=== if_fetch_ctrl_flat ===
<file path="src/rtl/if_fetch_ctrl_if.sv">
// Signal bundle between the fetch sequencing controller, instruction memory and ID-stage logic.
// The master modport is the controller; the slave modport is the memory/pipeline side.
interface if_fetch_ctrl_if #(
    parameter int unsigned CNT_W = 32
);
    logic             imem_req;
    logic             imem_ready;
    logic             stall_ID;
    logic             taken_branch1;
    logic             taken_branch2;
    logic [31:0]      branch_target;
    logic             halt_req;
    logic             FREEZE;
    logic             no_new_fetch;
    logic             fetchNull1;
    logic             redirect_o;
    logic [31:0]      redirect_addr_o;
    logic             halted;
    logic [CNT_W-1:0] fetch_count;
    logic [15:0]      squash_count;

    modport master (
        input  imem_ready, stall_ID, taken_branch1, taken_branch2, branch_target, halt_req,
        output imem_req, FREEZE, no_new_fetch, fetchNull1, redirect_o, redirect_addr_o,
               halted, fetch_count, squash_count
    );

    modport slave (
        output imem_ready, stall_ID, taken_branch1, taken_branch2, branch_target, halt_req,
        input  imem_req, FREEZE, no_new_fetch, fetchNull1, redirect_o, redirect_addr_o,
               halted, fetch_count, squash_count
    );
endinterface

</file>
<file path="src/rtl/if_fetch_ctrl.sv">
// Instruction-fetch sequencing: boot delay, imem req/ready handshake, branch redirect
// hold/apply, stale-response squash, null-slot injection and halt.
//
// state    | meaning
// ---------+-----------------------------------------------------------
// ST_BOOT  | post-reset delay, no requests issued
// ST_FETCH | requesting instructions, advancing on accepted responses
// ST_HALT  | fetching stopped, waiting for halt_req to drop
module if_fetch_ctrl #(
    parameter int unsigned BOOT_CYCLES = 4,
    parameter int unsigned NULL_SLOTS  = 1,
    parameter int unsigned CNT_W       = 32
) (
    input logic              CLK,
    input logic              RESET,
    if_fetch_ctrl_if.master  bus
);

    typedef enum logic [1:0] {
        ST_BOOT,
        ST_FETCH,
        ST_HALT
    } state_t;

    state_t           state_q, state_d;
    logic [7:0]       boot_cnt_q, boot_cnt_d;
    logic             redir_pend_q, redir_pend_d;
    logic [31:0]      pend_addr_q, pend_addr_d;
    logic [1:0]       null_cnt_q, null_cnt_d;
    logic             squash_q, squash_d;
    logic             req_gap_q, req_gap_d;
    logic             redirect_q, redirect_d;
    logic [CNT_W-1:0] fetch_cnt_q, fetch_cnt_d;
    logic [15:0]      squash_cnt_q, squash_cnt_d;

    logic req;
    logic retire;
    logic advance;
    logic capture;

    // imem_ready only counts while a request is actually being driven
    assign req     = (state_q == ST_FETCH) && !req_gap_q;
    assign retire  = req && bus.imem_ready;
    assign advance = retire && !bus.halt_req && !squash_q && !bus.stall_ID;
    assign capture = (bus.taken_branch1 || bus.taken_branch2)
                     && (state_q != ST_BOOT) && (state_q != ST_HALT);

    always_ff @(posedge CLK or negedge RESET) begin
        if (!RESET) begin
            state_q      <= ST_BOOT;
            boot_cnt_q   <= '0;
            redir_pend_q <= 1'b0;
            pend_addr_q  <= '0;
            null_cnt_q   <= '0;
            squash_q     <= 1'b0;
            req_gap_q    <= 1'b0;
            redirect_q   <= 1'b0;
            fetch_cnt_q  <= '0;
            squash_cnt_q <= '0;
        end else begin
            state_q      <= state_d;
            boot_cnt_q   <= boot_cnt_d;
            redir_pend_q <= redir_pend_d;
            pend_addr_q  <= pend_addr_d;
            null_cnt_q   <= null_cnt_d;
            squash_q     <= squash_d;
            req_gap_q    <= req_gap_d;
            redirect_q   <= redirect_d;
            fetch_cnt_q  <= fetch_cnt_d;
            squash_cnt_q <= squash_cnt_d;
        end
    end

    always_comb begin
        state_d      = state_q;
        boot_cnt_d   = boot_cnt_q;
        redir_pend_d = redir_pend_q;
        pend_addr_d  = pend_addr_q;
        null_cnt_d   = null_cnt_q;
        squash_d     = squash_q;
        req_gap_d    = req_gap_q;
        fetch_cnt_d  = fetch_cnt_q;
        squash_cnt_d = squash_cnt_q;

        case (state_q)
            ST_BOOT: begin
                if (boot_cnt_q == 8'(BOOT_CYCLES - 1)) begin
                    state_d = ST_FETCH;
                end else begin
                    boot_cnt_d = boot_cnt_q + 8'd1;
                end
            end
            ST_FETCH: begin
                req_gap_d = 1'b0;
                if (bus.halt_req && (!req || bus.imem_ready)) begin
                    // in-flight response (stale or not) is dropped on the way into halt
                    state_d  = ST_HALT;
                    squash_d = 1'b0;
                end else if (squash_q && retire) begin
                    squash_d  = 1'b0;
                    req_gap_d = 1'b1;
                    if (squash_cnt_q != 16'hFFFF) begin
                        squash_cnt_d = squash_cnt_q + 16'd1;
                    end
                end
                if (advance) begin
                    fetch_cnt_d = fetch_cnt_q + CNT_W'(1);
                    if (redirect_q) begin
                        redir_pend_d = 1'b0;
                        null_cnt_d   = 2'(NULL_SLOTS);
                    end else if (null_cnt_q != 2'd0) begin
                        null_cnt_d = null_cnt_q - 2'd1;
                    end
                end
            end
            ST_HALT: begin
                if (!bus.halt_req) begin
                    state_d = ST_FETCH;
                end
            end
            default: state_d = ST_BOOT;
        endcase

        // a fresh capture wins over the clear of an older redirect applied this cycle
        if (capture) begin
            redir_pend_d = 1'b1;
            pend_addr_d  = bus.branch_target;
            if (req && !bus.imem_ready) begin
                squash_d = 1'b1;
            end
        end
    end

    assign redirect_d = redir_pend_d && (state_d == ST_FETCH) && !squash_d;

    assign bus.imem_req        = req;
    assign bus.FREEZE          = bus.stall_ID;
    assign bus.no_new_fetch    = !advance;
    assign bus.fetchNull1      = (null_cnt_q != 2'd0) && (state_q != ST_BOOT);
    assign bus.redirect_o      = redirect_q;
    assign bus.redirect_addr_o = pend_addr_q;
    assign bus.halted          = (state_q == ST_HALT);
    assign bus.fetch_count     = fetch_cnt_q;
    assign bus.squash_count    = squash_cnt_q;

endmodule

</file>
<file path="src/flat_wrapper.sv">
// flat-port wrapper written by rule: the top's interface ports become plain ports
module if_fetch_ctrl_flat 
#(
    parameter int unsigned BOOT_CYCLES = 4,
    parameter int unsigned NULL_SLOTS  = 1,
    parameter int unsigned CNT_W       = 32
)
  (CLK, RESET, bus_imem_ready, bus_stall_ID, bus_taken_branch1, bus_taken_branch2, bus_branch_target, bus_halt_req, bus_imem_req, bus_FREEZE, bus_no_new_fetch, bus_fetchNull1, bus_redirect_o, bus_redirect_addr_o, bus_halted, bus_fetch_count, bus_squash_count);
  if_fetch_ctrl_if #(.CNT_W(CNT_W)) bus_i ();
  input logic CLK;
  input logic RESET;
  input wire logic [$bits(bus_i.imem_ready)-1:0] bus_imem_ready;
  input wire logic [$bits(bus_i.stall_ID)-1:0] bus_stall_ID;
  input wire logic [$bits(bus_i.taken_branch1)-1:0] bus_taken_branch1;
  input wire logic [$bits(bus_i.taken_branch2)-1:0] bus_taken_branch2;
  input wire logic [$bits(bus_i.branch_target)-1:0] bus_branch_target;
  input wire logic [$bits(bus_i.halt_req)-1:0] bus_halt_req;
  output wire logic [$bits(bus_i.imem_req)-1:0] bus_imem_req;
  output wire logic [$bits(bus_i.FREEZE)-1:0] bus_FREEZE;
  output wire logic [$bits(bus_i.no_new_fetch)-1:0] bus_no_new_fetch;
  output wire logic [$bits(bus_i.fetchNull1)-1:0] bus_fetchNull1;
  output wire logic [$bits(bus_i.redirect_o)-1:0] bus_redirect_o;
  output wire logic [$bits(bus_i.redirect_addr_o)-1:0] bus_redirect_addr_o;
  output wire logic [$bits(bus_i.halted)-1:0] bus_halted;
  output wire logic [$bits(bus_i.fetch_count)-1:0] bus_fetch_count;
  output wire logic [$bits(bus_i.squash_count)-1:0] bus_squash_count;
  assign bus_i.imem_ready = bus_imem_ready;
  assign bus_i.stall_ID = bus_stall_ID;
  assign bus_i.taken_branch1 = bus_taken_branch1;
  assign bus_i.taken_branch2 = bus_taken_branch2;
  assign bus_i.branch_target = bus_branch_target;
  assign bus_i.halt_req = bus_halt_req;
  assign bus_imem_req = bus_i.imem_req;
  assign bus_FREEZE = bus_i.FREEZE;
  assign bus_no_new_fetch = bus_i.no_new_fetch;
  assign bus_fetchNull1 = bus_i.fetchNull1;
  assign bus_redirect_o = bus_i.redirect_o;
  assign bus_redirect_addr_o = bus_i.redirect_addr_o;
  assign bus_halted = bus_i.halted;
  assign bus_fetch_count = bus_i.fetch_count;
  assign bus_squash_count = bus_i.squash_count;
  if_fetch_ctrl #(.BOOT_CYCLES(BOOT_CYCLES), .NULL_SLOTS(NULL_SLOTS), .CNT_W(CNT_W)) u_core (.CLK(CLK), .RESET(RESET), .bus(bus_i));
endmodule
</file>
<file path="config.mk">
export PLATFORM = sky130hd
export DESIGN_NAME = if_fetch_ctrl_flat
export DESIGN_NICKNAME = d
export VERILOG_FILES = /design/src/rtl/if_fetch_ctrl_if.sv /design/src/rtl/if_fetch_ctrl.sv /design/src/flat_wrapper.sv
export SDC_FILE = /design/constraint.sdc
export NUM_CORES = 1
export LEC_CHECK = 0
export ABC_AREA = 1
export CAP_MARGIN = 20
export CORE_ASPECT_RATIO = 0.7
export CORE_MARGIN = 2
export CORE_UTILIZATION = 50
export DETAILED_ROUTE_END_ITERATION = 8
export PLACE_DENSITY = 0.78
export SKIP_CTS_REPAIR_TIMING = 1
export SLEW_MARGIN = 10
export SYNTH_ARGS = -nofsm -noshare
export SYNTH_HDL_FRONTEND = slang
export SYNTH_SLANG_ARGS = --single-unit
</file>
<file path="constraint.sdc">
create_clock -name CLK -period 2.1 [get_ports CLK]
set_input_delay 0.525 -clock CLK [delete_from_list [all_inputs] [get_ports CLK]]
set_output_delay 0.525 -clock CLK [all_outputs]
set_load 0.05 [all_outputs]
</file>
=== master_clk_gen ===
$ cat src/rtl/master_clk_gen.sv
// Multi-channel clock-enable / square-wave generator with a stretched synchronous
// reset for downstream blocks. One master_clk_gen_ch instance per divider channel.

module master_clk_gen_ch #(
    parameter int DIV_WIDTH = 8
) (
    input  logic                 clk,
    input  logic                 rst,
    input  logic                 wr,
    input  logic                 sync,
    input  logic                 run,
    input  logic [DIV_WIDTH-1:0] wr_div,
    input  logic                 wr_en,
    output logic                 ce,
    output logic                 clk_out
);
    logic [DIV_WIDTH-1:0] div;
    logic [DIV_WIDTH-1:0] cnt;
    logic                 en;

    // Priority: reset > own config write > sync > count
    always_ff @(posedge clk) begin
        if (rst) begin
            div     <= '1;
            cnt     <= '0;
            en      <= 1'b0;
            ce      <= 1'b0;
            clk_out <= 1'b0;
        end else if (wr) begin
            div     <= wr_div;
            en      <= wr_en;
            cnt     <= wr_div;
            ce      <= 1'b0;
            clk_out <= 1'b0;
        end else if (sync) begin
            cnt     <= div;
            ce      <= 1'b0;
            clk_out <= 1'b0;
        end else if (en && run) begin
            // Reload at zero, so the counter never wraps below 0
            if (cnt == '0) begin
                cnt     <= div;
                ce      <= 1'b1;
                clk_out <= ~clk_out;
            end else begin
                cnt <= cnt - DIV_WIDTH'(1);
                ce  <= 1'b0;
            end
        end else begin
            ce <= 1'b0;
        end
    end
endmodule

module master_clk_gen #(
    parameter  int NUM_CH    = 4,
    parameter  int DIV_WIDTH = 8,
    parameter  int RST_HOLD  = 4,
    localparam int CH_W      = (NUM_CH > 1) ? $clog2(NUM_CH) : 1
) (
    input  logic                 master_clk,
    input  logic                 master_rst,
    input  logic                 cfg_we,
    input  logic [CH_W-1:0]      cfg_ch,
    input  logic [DIV_WIDTH-1:0] cfg_div,
    input  logic                 cfg_en,
    input  logic                 sync,
    output logic [NUM_CH-1:0]    ce,
    output logic [NUM_CH-1:0]    clk_out,
    output logic                 sys_rst_out
);
    typedef struct packed {
        logic                 we;
        logic [CH_W-1:0]      ch;
        logic [DIV_WIDTH-1:0] div;
        logic                 en;
    } cfg_req_t;

    cfg_req_t          req;
    logic [NUM_CH-1:0] wr_sel;
    logic [7:0]        hold_cnt;

    assign req = '{we: cfg_we, ch: cfg_ch, div: cfg_div, en: cfg_en};

    // Reset stretcher: sys_rst_out falls RST_HOLD+1 edges after master_rst drops
    always_ff @(posedge master_clk) begin
        if (master_rst) begin
            hold_cnt    <= 8'(RST_HOLD);
            sys_rst_out <= 1'b1;
        end else begin
            sys_rst_out <= (hold_cnt != 8'd0);
            hold_cnt    <= (hold_cnt == 8'd0) ? 8'd0 : hold_cnt - 8'd1;
        end
    end

    // Out-of-range channel indices decode to no channel at all
    for (genvar i = 0; i < NUM_CH; i++) begin : g_ch
        assign wr_sel[i] = req.we && (int'(req.ch) == i);

        master_clk_gen_ch #(.DIV_WIDTH(DIV_WIDTH)) u_ch (
            .clk     (master_clk),
            .rst     (master_rst),
            .wr      (wr_sel[i]),
            .sync    (sync),
            .run     (~sys_rst_out),
            .wr_div  (req.div),
            .wr_en   (req.en),
            .ce      (ce[i]),
            .clk_out (clk_out[i])
        );
    end
endmodule

$ cat config.mk
export PLATFORM = sky130hd
export DESIGN_NAME = master_clk_gen
export DESIGN_NICKNAME = d
export VERILOG_FILES = /design/src/rtl/master_clk_gen.sv
export SDC_FILE = /design/constraint.sdc
export NUM_CORES = 1
export LEC_CHECK = 0
export CORE_ASPECT_RATIO = 0.5
export CORE_UTILIZATION = 54
export DETAILED_ROUTE_END_ITERATION = 16
export HOLD_SLACK_MARGIN = 0.15
export PLACE_DENSITY_LB_ADDON = 0.1
export RECOVER_POWER = 100
export SYNTH_ARGS = -nofsm -noshare
export SYNTH_HDL_FRONTEND = slang
export SYNTH_SLANG_ARGS = --single-unit
export TNS_END_PERCENT = 1
$ cat constraint.sdc
create_clock -name master_clk -period 1.8 [get_ports master_clk]
set_clock_uncertainty 0.05 [all_clocks]
set_input_delay 0.45 -clock master_clk [delete_from_list [all_inputs] [get_ports master_clk]]
set_output_delay 0.45 -clock master_clk [all_outputs]
set_load 0.01 [all_outputs]
=== acc_group_serializer_flat ===
--- config.mk ---
export PLATFORM = sky130hd
export DESIGN_NAME = acc_group_serializer_flat
export DESIGN_NICKNAME = d
export VERILOG_FILES = /design/src/rtl/acc_group_serializer_if.sv /design/src/rtl/acc_group_serializer.sv /design/src/flat_wrapper.sv
export SDC_FILE = /design/constraint.sdc
export NUM_CORES = 1
export LEC_CHECK = 0
export CORE_AREA = 5 5 298 300
export CTS_BUF_LIST = sky130_fd_sc_hd__clkbuf_4
export DETAILED_ROUTE_END_ITERATION = 10
export DIE_AREA = 0 0 303 305
export PLACE_DENSITY = 0.53
export SLEW_MARGIN = 15
export SYNTH_ARGS = -nofsm -noshare
export SYNTH_HDL_FRONTEND = slang
export SYNTH_SLANG_ARGS = --single-unit
--- constraint.sdc ---
create_clock -name clk -period 8.9 [get_ports clk]
set_input_delay 0.89 -clock clk [delete_from_list [all_inputs] [get_ports clk]]
set_output_delay 0.89 -clock clk [all_outputs]
set_load 0.02 [all_outputs]
--- src/rtl/acc_group_serializer_if.sv ---
// acc_group_serializer_if: wide-word input stream and element output stream of the serializer.
// master = producer/consumer side, slave = serializer side.
interface acc_group_serializer_if #(
  parameter int unsigned DataWidth       = 32,
  parameter int unsigned AccumulateCount = 4
);
  logic                                 DataInValid;
  logic                                 DataInRdy;
  logic [DataWidth*AccumulateCount-1:0] DataIn;
  logic                                 DataOutValid;
  logic                                 DataOutRdy;
  logic [DataWidth-1:0]                 DataOut;
  logic                                 DataOutLast;

  modport master (
    output DataInValid, DataIn, DataOutRdy,
    input  DataInRdy, DataOutValid, DataOut, DataOutLast
  );

  modport slave (
    input  DataInValid, DataIn, DataOutRdy,
    output DataInRdy, DataOutValid, DataOut, DataOutLast
  );
endinterface

--- src/rtl/acc_group_serializer.sv ---
// acc_group_serializer: buffers packed wide words in a FIFO and emits one element per cycle,
// one group per word. Define SERIALIZER_MSB_FIRST_EN to emit elements from the top index down.
module acc_group_serializer #(
  parameter int unsigned DataWidth            = 32,
  parameter int unsigned AccumulateCount      = 4,
  parameter int unsigned AccumulateCountWidth = 2,
  parameter int unsigned BufferWidth          = 2,
  parameter int unsigned BufferSize           = 4
) (
  input  logic                  clk,
  input  logic                  sclr,
  acc_group_serializer_if.slave bus,
  output logic                  Busy
);
  localparam int unsigned WordWidth = DataWidth * AccumulateCount;
  localparam int unsigned FillWidth = BufferWidth + 1;

  typedef enum logic [0:0] {StIdle, StSend} state_e;

  logic [WordWidth-1:0]            r_mem [BufferSize];
  logic [BufferWidth-1:0]          r_wr_ptr, r_rd_ptr;
  logic [FillWidth-1:0]            r_fill, w_fill_d;
  logic [WordWidth-1:0]            r_word, w_word_d;
  logic [AccumulateCountWidth-1:0] r_cnt, w_cnt_d, w_idx;
  state_e                          r_state, w_state_d;
  logic                            w_full, w_empty, w_push, w_pop, w_send_hs, w_cnt_last;

  // Occupancy count keeps a full FIFO distinguishable from an empty one.
  assign w_full        = (r_fill == FillWidth'(BufferSize));
  assign w_empty       = (r_fill == '0);
  assign bus.DataInRdy = ~w_full;
  assign w_push        = bus.DataInValid & ~w_full;

  assign bus.DataOutValid = (r_state == StSend);
  assign w_send_hs        = bus.DataOutValid & bus.DataOutRdy;
  assign w_cnt_last       = (r_cnt == AccumulateCountWidth'(AccumulateCount - 1));
  assign Busy             = (r_state == StSend) | ~w_empty;

  always_comb begin
    w_state_d = r_state;
    w_cnt_d   = r_cnt;
    w_word_d  = r_word;
    w_pop     = 1'b0;
    unique case (r_state)
      StIdle: begin
        if (!w_empty) begin
          w_pop     = 1'b1;
          w_word_d  = r_mem[r_rd_ptr];
          w_cnt_d   = '0;
          w_state_d = StSend;
        end
      end
      StSend: begin
        if (w_send_hs) begin
          if (!w_cnt_last) begin
            w_cnt_d = r_cnt + AccumulateCountWidth'(1);
          end else begin
            // Explicit wrap; reload straight away so groups stream without a bubble.
            w_cnt_d = '0;
            if (!w_empty) begin
              w_pop    = 1'b1;
              w_word_d = r_mem[r_rd_ptr];
            end else begin
              w_state_d = StIdle;
            end
          end
        end
      end
      default: w_state_d = StIdle;
    endcase
  end

  always_comb begin
    w_fill_d = r_fill;
    unique case ({w_push, w_pop})
      2'b10:   w_fill_d = r_fill + FillWidth'(1);
      2'b01:   w_fill_d = r_fill - FillWidth'(1);
      default: w_fill_d = r_fill;
    endcase
  end

  always_comb begin
`ifdef SERIALIZER_MSB_FIRST_EN
    w_idx = AccumulateCountWidth'(AccumulateCount - 1) - r_cnt;
`else
    w_idx = r_cnt;
`endif
    bus.DataOut = '0;
    if (r_state == StSend) begin
      for (int unsigned k = 0; k < AccumulateCount; k++) begin
        if (w_idx == AccumulateCountWidth'(k)) bus.DataOut = r_word[k*DataWidth +: DataWidth];
      end
    end
    bus.DataOutLast = (r_state == StSend) & w_cnt_last;
  end

  always_ff @(posedge clk) begin
    if (w_push) r_mem[r_wr_ptr] <= bus.DataIn;
  end

  always_ff @(posedge clk) begin
    if (sclr) begin
      r_wr_ptr <= '0;
      r_rd_ptr <= '0;
      r_fill   <= '0;
      r_word   <= '0;
      r_cnt    <= '0;
      r_state  <= StIdle;
    end else begin
      if (w_push) r_wr_ptr <= r_wr_ptr + BufferWidth'(1);
      if (w_pop)  r_rd_ptr <= r_rd_ptr + BufferWidth'(1);
      r_fill  <= w_fill_d;
      r_word  <= w_word_d;
      r_cnt   <= w_cnt_d;
      r_state <= w_state_d;
    end
  end
endmodule
--- src/flat_wrapper.sv ---
// flat-port wrapper written by rule: the top's interface ports become plain ports
module acc_group_serializer_flat 
#(
  parameter int unsigned DataWidth            = 32,
  parameter int unsigned AccumulateCount      = 4,
  parameter int unsigned AccumulateCountWidth = 2,
  parameter int unsigned BufferWidth          = 2,
  parameter int unsigned BufferSize           = 4
)
  (clk, sclr, Busy, bus_DataInValid, bus_DataIn, bus_DataOutRdy, bus_DataInRdy, bus_DataOutValid, bus_DataOut, bus_DataOutLast);
  acc_group_serializer_if #(.DataWidth(DataWidth), .AccumulateCount(AccumulateCount)) bus_i ();
  input  logic clk;
  input  logic sclr;
  output logic Busy;
  input wire logic [$bits(bus_i.DataInValid)-1:0] bus_DataInValid;
  input wire logic [$bits(bus_i.DataIn)-1:0] bus_DataIn;
  input wire logic [$bits(bus_i.DataOutRdy)-1:0] bus_DataOutRdy;
  output wire logic [$bits(bus_i.DataInRdy)-1:0] bus_DataInRdy;
  output wire logic [$bits(bus_i.DataOutValid)-1:0] bus_DataOutValid;
  output wire logic [$bits(bus_i.DataOut)-1:0] bus_DataOut;
  output wire logic [$bits(bus_i.DataOutLast)-1:0] bus_DataOutLast;
  assign bus_i.DataInValid = bus_DataInValid;
  assign bus_i.DataIn = bus_DataIn;
  assign bus_i.DataOutRdy = bus_DataOutRdy;
  assign bus_DataInRdy = bus_i.DataInRdy;
  assign bus_DataOutValid = bus_i.DataOutValid;
  assign bus_DataOut = bus_i.DataOut;
  assign bus_DataOutLast = bus_i.DataOutLast;
  acc_group_serializer #(.DataWidth(DataWidth), .AccumulateCount(AccumulateCount), .AccumulateCountWidth(AccumulateCountWidth), .BufferWidth(BufferWidth), .BufferSize(BufferSize)) u_core (.clk(clk), .sclr(sclr), .bus(bus_i), .Busy(Busy));
endmodule
=== hazard_ctrl ===
File: src/rtl/hazard_ctrl.sv
// Pipeline hazard controller: load-use stall, branch flush, operand forwarding
// and memory freeze, tracked through shadow tags of the E, M and W stages.
module hazard_ctrl #(
  parameter int REG_ADDR_W = 5,
  parameter int CNT_W      = 16
) (
  input  logic                  clk,
  input  logic                  rst,
  input  logic [REG_ADDR_W-1:0] rs1D,
  input  logic [REG_ADDR_W-1:0] rs2D,
  input  logic [REG_ADDR_W-1:0] rdD,
  input  logic                  RegWriteD,
  input  logic                  ResultSrcD,
  input  logic                  PCSrcE,
  input  logic                  MemReady,
  output logic                  StallF,
  output logic                  StallD,
  output logic                  StallE,
  output logic                  StallM,
  output logic                  StallW,
  output logic                  FlushD,
  output logic                  FlushE,
  output logic [1:0]            ForwardAE,
  output logic [1:0]            ForwardBE,
  output logic [CNT_W-1:0]      StallCount
);

  localparam logic [REG_ADDR_W-1:0] X0      = {REG_ADDR_W{1'b0}};
  localparam logic [CNT_W-1:0]      CNT_MAX = {CNT_W{1'b1}};
  localparam logic [CNT_W-1:0]      CNT_ONE = {{(CNT_W-1){1'b0}}, 1'b1};

  // A writer only produces a hazard if it really writes and is not x0
  function automatic logic dep_hit(input logic wr,
                                   input logic [REG_ADDR_W-1:0] rd,
                                   input logic [REG_ADDR_W-1:0] rs);
    return wr && (rd != X0) && (rd == rs);
  endfunction

  function automatic logic [1:0] fwd_sel(input logic m_hit, input logic w_hit);
    logic [1:0] sel;
    if (m_hit) begin
      sel = 2'b10;
    end else if (w_hit) begin
      sel = 2'b01;
    end else begin
      sel = 2'b00;
    end
    return sel;
  endfunction

  logic [REG_ADDR_W-1:0] e_rs1_r, e_rs2_r, e_rd_r, m_rd_r, w_rd_r;
  logic                  e_regwrite_r, e_load_r, m_regwrite_r, w_regwrite_r;
  logic [CNT_W-1:0]      stall_count_r;

  logic       freeze_s;
  logic       load_use_s;
  logic       bubble_e_s;
  logic [1:0] fwd_a_s;
  logic [1:0] fwd_b_s;

  // Hazard detection from shadow tags and the Decode operands
  always_comb begin
    freeze_s   = !MemReady;
    load_use_s = e_load_r && (e_rd_r != X0) && ((e_rd_r == rs1D) || (e_rd_r == rs2D));
    bubble_e_s = PCSrcE || load_use_s;
    fwd_a_s    = fwd_sel(dep_hit(m_regwrite_r, m_rd_r, e_rs1_r),
                         dep_hit(w_regwrite_r, w_rd_r, e_rs1_r));
    fwd_b_s    = fwd_sel(dep_hit(m_regwrite_r, m_rd_r, e_rs2_r),
                         dep_hit(w_regwrite_r, w_rd_r, e_rs2_r));
  end

  // Stall/flush/forward outputs; a freeze overrides everything, a taken branch squashes a load-use stall
  always_comb begin
    StallF    = 1'b0;
    StallD    = 1'b0;
    StallE    = 1'b0;
    StallM    = 1'b0;
    StallW    = 1'b0;
    FlushD    = 1'b0;
    FlushE    = 1'b0;
    ForwardAE = 2'b00;
    ForwardBE = 2'b00;
    if (!rst) begin
      StallF = 1'b0;
      FlushE = 1'b0;
    end else if (freeze_s) begin
      StallF    = 1'b1;
      StallD    = 1'b1;
      StallE    = 1'b1;
      StallM    = 1'b1;
      StallW    = 1'b1;
      ForwardAE = fwd_a_s;
      ForwardBE = fwd_b_s;
    end else begin
      StallF    = load_use_s && !PCSrcE;
      StallD    = load_use_s && !PCSrcE;
      FlushD    = PCSrcE;
      FlushE    = bubble_e_s;
      ForwardAE = fwd_a_s;
      ForwardBE = fwd_b_s;
    end
  end

  // Shadow pipeline tags: hold during a freeze, otherwise advance with a bubble into E when needed
  always_ff @(posedge clk or negedge rst) begin
    if (!rst) begin
      e_rs1_r      <= X0;
      e_rs2_r      <= X0;
      e_rd_r       <= X0;
      e_regwrite_r <= 1'b0;
      e_load_r     <= 1'b0;
      m_rd_r       <= X0;
      m_regwrite_r <= 1'b0;
      w_rd_r       <= X0;
      w_regwrite_r <= 1'b0;
    end else if (freeze_s) begin
      e_rs1_r      <= e_rs1_r;
      e_rs2_r      <= e_rs2_r;
      e_rd_r       <= e_rd_r;
      e_regwrite_r <= e_regwrite_r;
      e_load_r     <= e_load_r;
      m_rd_r       <= m_rd_r;
      m_regwrite_r <= m_regwrite_r;
      w_rd_r       <= w_rd_r;
      w_regwrite_r <= w_regwrite_r;
    end else begin
      w_rd_r       <= m_rd_r;
      w_regwrite_r <= m_regwrite_r;
      m_rd_r       <= e_rd_r;
      m_regwrite_r <= e_regwrite_r;
      if (bubble_e_s) begin
        e_rs1_r      <= X0;
        e_rs2_r      <= X0;
        e_rd_r       <= X0;
        e_regwrite_r <= 1'b0;
        e_load_r     <= 1'b0;
      end else begin
        e_rs1_r      <= rs1D;
        e_rs2_r      <= rs2D;
        e_rd_r       <= rdD;
        e_regwrite_r <= RegWriteD;
        e_load_r     <= ResultSrcD;
      end
    end
  end

  // Saturating count of cycles with Decode held
  always_ff @(posedge clk or negedge rst) begin
    if (!rst) begin
      stall_count_r <= {CNT_W{1'b0}};
    end else if (StallD && (stall_count_r != CNT_MAX)) begin
      stall_count_r <= stall_count_r + CNT_ONE;
    end else begin
      stall_count_r <= stall_count_r;
    end
  end

  assign StallCount = stall_count_r;

endmodule

File: config.mk
export PLATFORM = sky130hd
export DESIGN_NAME = hazard_ctrl
export DESIGN_NICKNAME = d
export VERILOG_FILES = /design/src/rtl/hazard_ctrl.sv
export SDC_FILE = /design/constraint.sdc
export NUM_CORES = 1
export LEC_CHECK = 0
export ABC_AREA = 1
export CAP_MARGIN = 20
export CORE_ASPECT_RATIO = 1.1
export CORE_MARGIN = 2
export CORE_UTILIZATION = 52
export DETAILED_ROUTE_END_ITERATION = 12
export PLACE_DENSITY_LB_ADDON = 0.08
export REMOVE_ABC_BUFFERS = 1
export SLEW_MARGIN = 20
export SYNTH_ARGS = -nofsm -noshare
export SYNTH_HDL_FRONTEND = slang
export SYNTH_SLANG_ARGS = --single-unit
File: constraint.sdc
create_clock -name clk -period 1.7 [get_ports clk]
set_input_delay 0.255 -clock clk [delete_from_list [all_inputs] [get_ports clk]]
set_output_delay 0.255 -clock clk [all_outputs]
set_load 0.1 [all_outputs]

==> notes/layouts.md <==
Pictures saved along the way, in no particular order.

Port wiring.
picture 1
Scale: 2 px per µm.
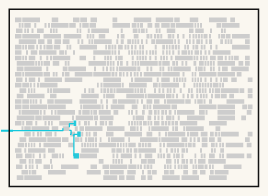
picture 2
Scale: 4 px per µm.
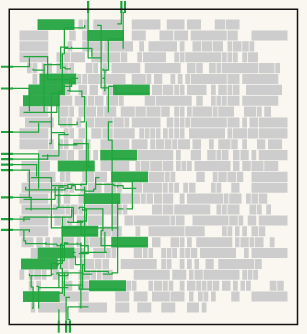
picture 3
Scale: 1 px per µm.
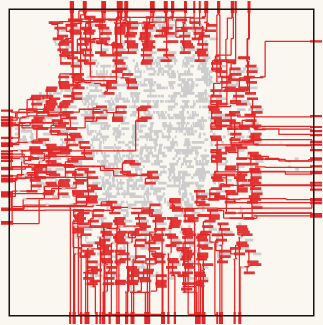
picture 4
Scale: 3 px per µm.
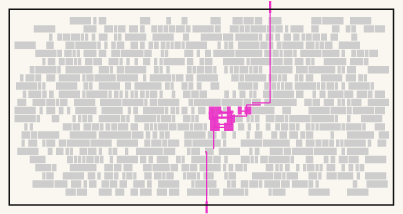
picture 2 -> hazard_ctrl
picture 3 -> acc_group_serializer_flat
picture 1 -> if_fetch_ctrl_flat
picture 4 -> master_clk_gen
Of these, smallest die: picture 2

Key to picture 4:
| color | port | direction | edge | end cells | buffers | wire |
|---|---|---|---|---|---|---|
| magenta | cfg_ch | input | 1 top, 1 bottom | 9 | 2 | 124 µm |

Fig. 1: master_clk_gen, cell placement
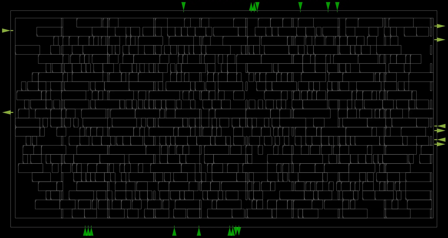
sequential share of cell area: 30.9%
fillers: 590

==> flow_summary.toml, master_clk_gen <==
# synthesis and place-and-route metrics
[status]
status = "complete, but fails checks"
violations = "negative setup slack"

[yosys]
synth.distinct_cells = 53
top_cells_by_area = "dfxtp_1 (40%), nor2_1 (7.2%), nand2_1 (6.6%)"
ys_top_logic_family = "simple AND/OR/NAND/NOR gates"
top_cell = "dfxtp_1"

[cts]
clk_pin_slew_worst_paths_ns = 0.06
clock_latency_ns = 0.34

[power]
seq_power_share_pct = 39.7

[final_timing]
fmaxAchievable_ghz = 0.553
setup_viol = 1
worst_slack_ns = -0.00906

[place]
pre_cts_ws_ns = -0.472
place_area_um2 = 5070

[global_route]
busiest_layer = "met2"
met3_usage_pct = 6.52
grt_use_met1_pct = 37.4
grt_pass1_vias = 3834

[die]
die_height_um = 64.8
dieArea_um2 = 8270
core_um2 = 7490

[hold_path]
holdPathStages = 2
hold_end = "g_ch[0].u_ch.en$_SDFFE_PP0P_"

[cells_and_area]
utilization_pct = 73.7
layout.area.comb_um2 = 2470
nClkBuffers = 11
final_common_cell = "dfxtp_1"

[drt]
routed-wl-met2_mm = 5.18
routed-via-count = 4004

[worst_setup_path]
r2r_end = "g_ch[0].u_ch.cnt[3]$_SDFFE_PP0P_"
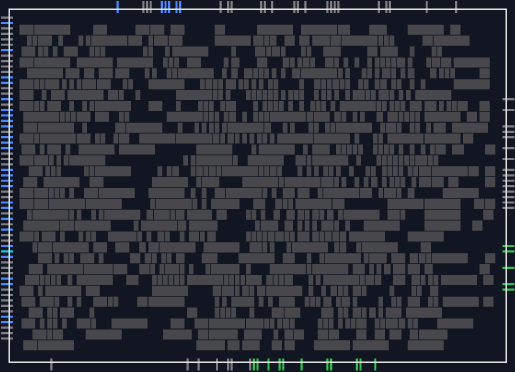
Fig. 2. I/O pins on the die edge (if_fetch_ctrl_flat).
Scale: 4 px per µm. Pins as bars across the die edge, other pins in gray.
| color | port | pins | direction | edge |
|---|---|---|---|---|
| blue | bus_redirect_addr_o | 32 | output | 26 left, 6 top |
| green | bus_squash_count | 16 | output | 11 bottom, 5 right |
| cyan | bus_imem_ready | 1 | input | left |
all pins by edge: 60 left, 27 top, 20 right, 18 bottom

==> flow_summary.toml, if_fetch_ctrl_flat <==
# synthesis and place-and-route metrics
[global_route]
track_usage_pct = 25.0
grt_max_degree = 41

[yosys]
postSynthSeqShare_pct = 47.8
yosys_cells = 672
post_synth.cell_area_avg_um2 = 7.48
ys_top_logic_family = "simple AND/OR/NAND/NOR gates"
synth-edff-count = 0
netlist.area_leader.share_pct = 47.8
ys_sh_adder_pct = 0.995
synth.distinct_cells = 30
ys_sh_xor_pct = 5.75
synth_nets = 715
ys_top_cells_by_count = "nand2_1 (314), dfrtp_1 (96), nor2_1 (74)"
yosys_warnings = 0
ys_chip_area_um2 = 5030
syn_area_um2 = 5030

[worst_setup_path]
cp_num_buf_inv = 1
crit_slowest_cell = "clkdlybuf4s50_1"
path_max_fanout = 2
worstSetupEndpointType = "output pin"
cpPeakStageDelay_ns = 0.83
crit_family = "buffers and inverters"
critPathRequiredTime_ns = 1.57
crit_arrival_ns = 1.53

[status]
status = "finished, final reports clean"

[cells_and_area]
final_common_cell = "nand2_1"
nMultiInputCombCells = 513
mostFrequentLayoutCells = "nand2_1 (314), dfrtp_1 (96), nor2_1 (73)"
clk_share_pct = 3.81
layout.nonclk_buf_share_pct = 19.8
final_area_um2 = 6700
layout.area.comb_um2 = 2370
antenna_cells = 0
final_layout_size_suffix_gt1_share_pct = 13.1

[die]
die_w_um = 124
rows = 30
tap_cells = 128

[drt]
routed_wl_mm = 13.0
routed-wl-met2_mm = 5.79
top_layer_used = "met4"
wl_met3_mm = 1.07

[power]
power.share.clock_pct = 20.4
pg_seq_mw = 2.64
p_int_mw = 4.09
ir_worst_vdd_mv = 0.985
power.density_cell_area_nw_per_um2 = 1070

[cts]
clk_pin_slew_worst_paths_ns = 0.06

[final_timing]
setup_viol = 0
hold_slack_ns = 0.117
fmaxAchievable_ghz = 0.487
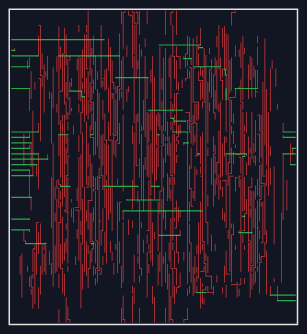
Fig. 3. Routed metal, one color a layer (hazard_ctrl).
Scale: 4 px per µm. Only two layers are drawn.
| color | layer | wire length |
|---|---|---|
| green | M3 | 266 µm |
| red | M2 | 4,030 µm |

Fig. 4: hazard_ctrl, M2 wires
Scale: 6 px per µm.
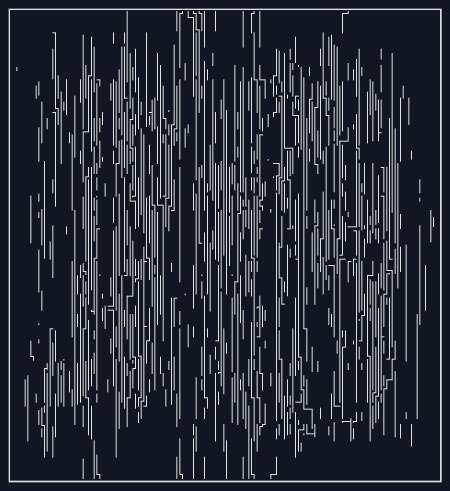
wire length on this layer: 4,030 µm
main direction: vertical
nets with wire on the layer: 387

==> flow_summary.toml, hazard_ctrl <==
# synthesis and place-and-route metrics
[status]
status = "complete, but fails checks"
violations = "negative setup slack"

[power]
p_comb_mw = 1.46
p_sw_mw = 1.37
power_frac_comb_pct = 42.3
p_int_mw = 2.08
p_leak_nw = 1.87
power.share.clock_pct = 20.6
pg_clk_mw = 0.712
total_power_mw = 3.45

[final_timing]
slew_violations = 0
slew_headroom_pct = 61.1
hold_slack_ns = 0.120
worst_slack_ns = -0.235
fin_crit_sh_pct = 114
setup_viol = 23
hold_viol_final = 0

[worst_setup_path]
start_kind = "input port"
cp_num_cells = 10
r2r_start = "e_rd_r[3]$_DFFE_PN0P_"
cp_cell_sequence = "clkdlybuf4s50_1 > inv_1 > nand2_1 > nand2_1 > nor2_2 > nand3_1 > nand2_2 > nand2_4 > a21oi_4 > buf_12"
cpPeakStageDelay_ns = 0.50

[global_route]
busiest_layer = "met2"
track_usage_pct = 26.6
met3_usage_pct = 4.49

[yosys]
post_synth.cell_area_avg_um2 = 7.42
yosys_warnings = 0
aoi_share_pct = 9.03
ys_async_sr_fraction_pct = 100
ys_top_cells_by_count = "nand2_1 (113), inv_1 (47), dfrtp_1 (45)"
top_area_cell = "dfrtp_1"
ys_sh_mux_pct = 0.430
synth.distinct_cells = 26

[drt]
post_drt_wl_per_cell_um = 15.0
routed-via-count = 2658
routed_wl_mm = 7.33

[cells_and_area]
comb_share_pct = 34.3
final_common_cell = "nand2_1"
mostFrequentLayoutCells = "nand2_1 (110), dfrtp_1 (45), inv_1 (35)"
final_layout_size_suffix_gt1_share_pct = 25.5
layout.nonclk_buf_share_pct = 27.8
antenna_cells = 0
dominant-cell-class = "multi-input combinational cells"

[cts]
post_cts_buffers = 4
numCtsBuffers = 5
cts.path.max_buffers = 2

[place]
gp_congestion = 0.934
Fig. 5: acc_group_serializer_flat, routed metal, one color a layer
Scale: 1 px per µm. Only two layers are drawn.
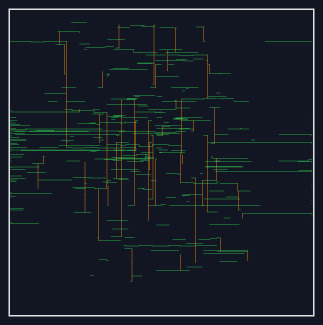
| color | layer | wire length |
|---|---|---|
| green | M3 | 4,990 µm |
| orange | M4 | 1,650 µm |

Fig. 6: acc_group_serializer_flat, M2 wires
Scale: 1.5 px per µm.
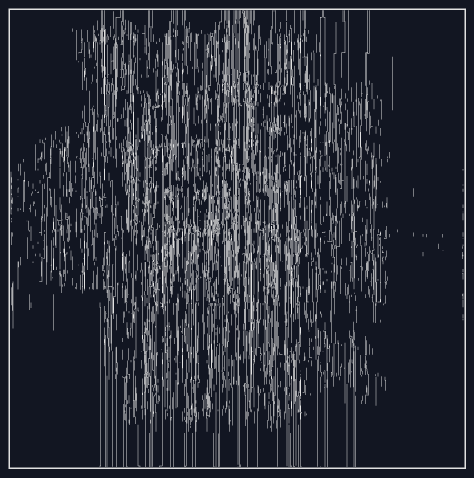
longest straight run: 138 µm
nets with wire on the layer: 1,693
main direction: vertical
wire length on this layer: 33.1 mm

==> flow_summary.toml, acc_group_serializer_flat <==
# synthesis and place-and-route metrics
[worst_setup_path]
start_kind = "flip-flop"
r2r_start = "u_core.r_cnt[0]$_SDFFE_PP0P_"
cp_num_buf_inv = 1
crit_family = "AND-OR/OR-AND gates"
worstSetupPathType = "flip-flop to output pin"
worstSetupEndpointType = "output pin"
cpPeakStageDelay_ns = 0.89

[place]
gp_congestion = 0.809
dp.cells = 2732

[cts]
clk_pin_slew_worst_paths_ns = 0.06
cts.path.max_buffers = 3
cts_root_buffer = "clkbuf_4"

[final_timing]
fin_crit_ns = 5.03
hold_viol_final = 0
slew_violations = 0
fin_crit_sh_pct = 56.5
fmaxAchievable_ghz = 0.199
rsz0062_at_grt = "false"
slew_headroom_pct = 27.0

[cells_and_area]
mostFrequentLayoutCells = "edfxtp_1 (512), clkbuf_4 (257), clkdlybuf4s50_1 (166)"
layout.nonclk_buf_share_pct = 6.10
nMultiInputCombCells = 694
nFillCells = 8233
flow.area_growth_from_synthesis_pct = 18.5
biggestRegsByFlops = "u_core.r_mem (512), u_core.r_word (128), u_core.r_fill (3)"
seq_share_pct = 60.1
regArea_um2 = 18200
final_area_um2 = 30300
num-nonclk-inverters = 42
utilization_pct = 35.2
layout.cells.non_filler = 3039

[yosys]
top_cells_by_area = "edfxtp_1 (60%), mux4_2 (11%), dfxtp_1 (11%)"
post_synth.cell_area_avg_um2 = 16.8
yosys_cells = 1517
netlist.area_leader.share_pct = 60.2
ff_type = "edfxtp_1"
synth-edff-count = 512
ys_top_logic_family = "multiplexers"
synth.distinct_cells = 40
top_cell = "edfxtp_1"
ys.flops = 652
ys_chip_area_um2 = 25500
ys_async_sr_fraction_pct = 0
ys_top_cells_by_count = "edfxtp_1 (512), dfxtp_1 (140), a21oi_1 (137)"
synthCells = 1517

[hold_path]
hold_class = "flip-flop to flip-flop"
hp-start = "u_core.r_word[15]$_SDFFE_PP0P_"

[global_route]
track_usage_pct = 14.9
grt_max_degree = 100
grt_pass1_wl_mm = 102

[die]
die_w_um = 303
dieArea_um2 = 92400
rows = 108

[run]
max_cap_violations = 0

[power]
top_power_group = "sequential cells"
pg_seq_mw = 4.07
power.density_cell_area_nw_per_um2 = 296
power_frac_comb_pct = 26.4

[drt]
ant_nets = 0

[status]
status = "finished, final reports clean"


==> screenshots <==
Cell placement.
(a)
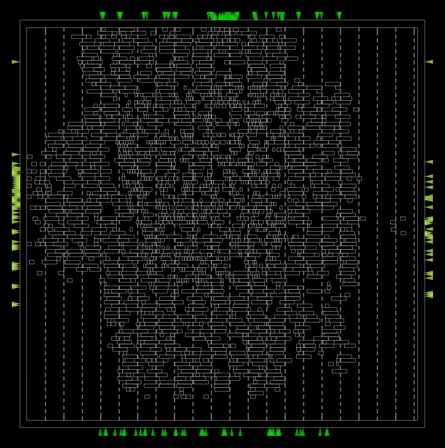
(b)
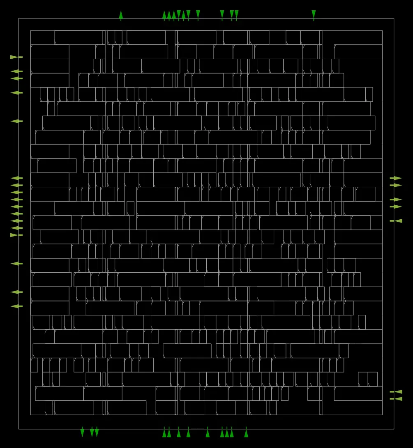
(c)
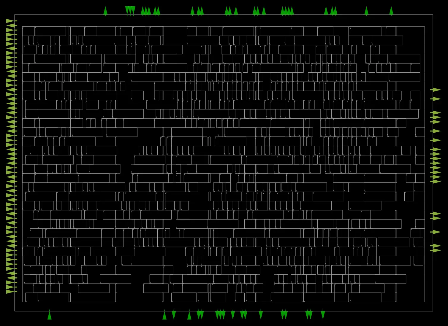
Of these, most cells: (a)
Of these, fewest sequential cells: (b)
(a) comes from acc_group_serializer_flat.
(b) comes from hazard_ctrl.
(c) comes from if_fetch_ctrl_flat.

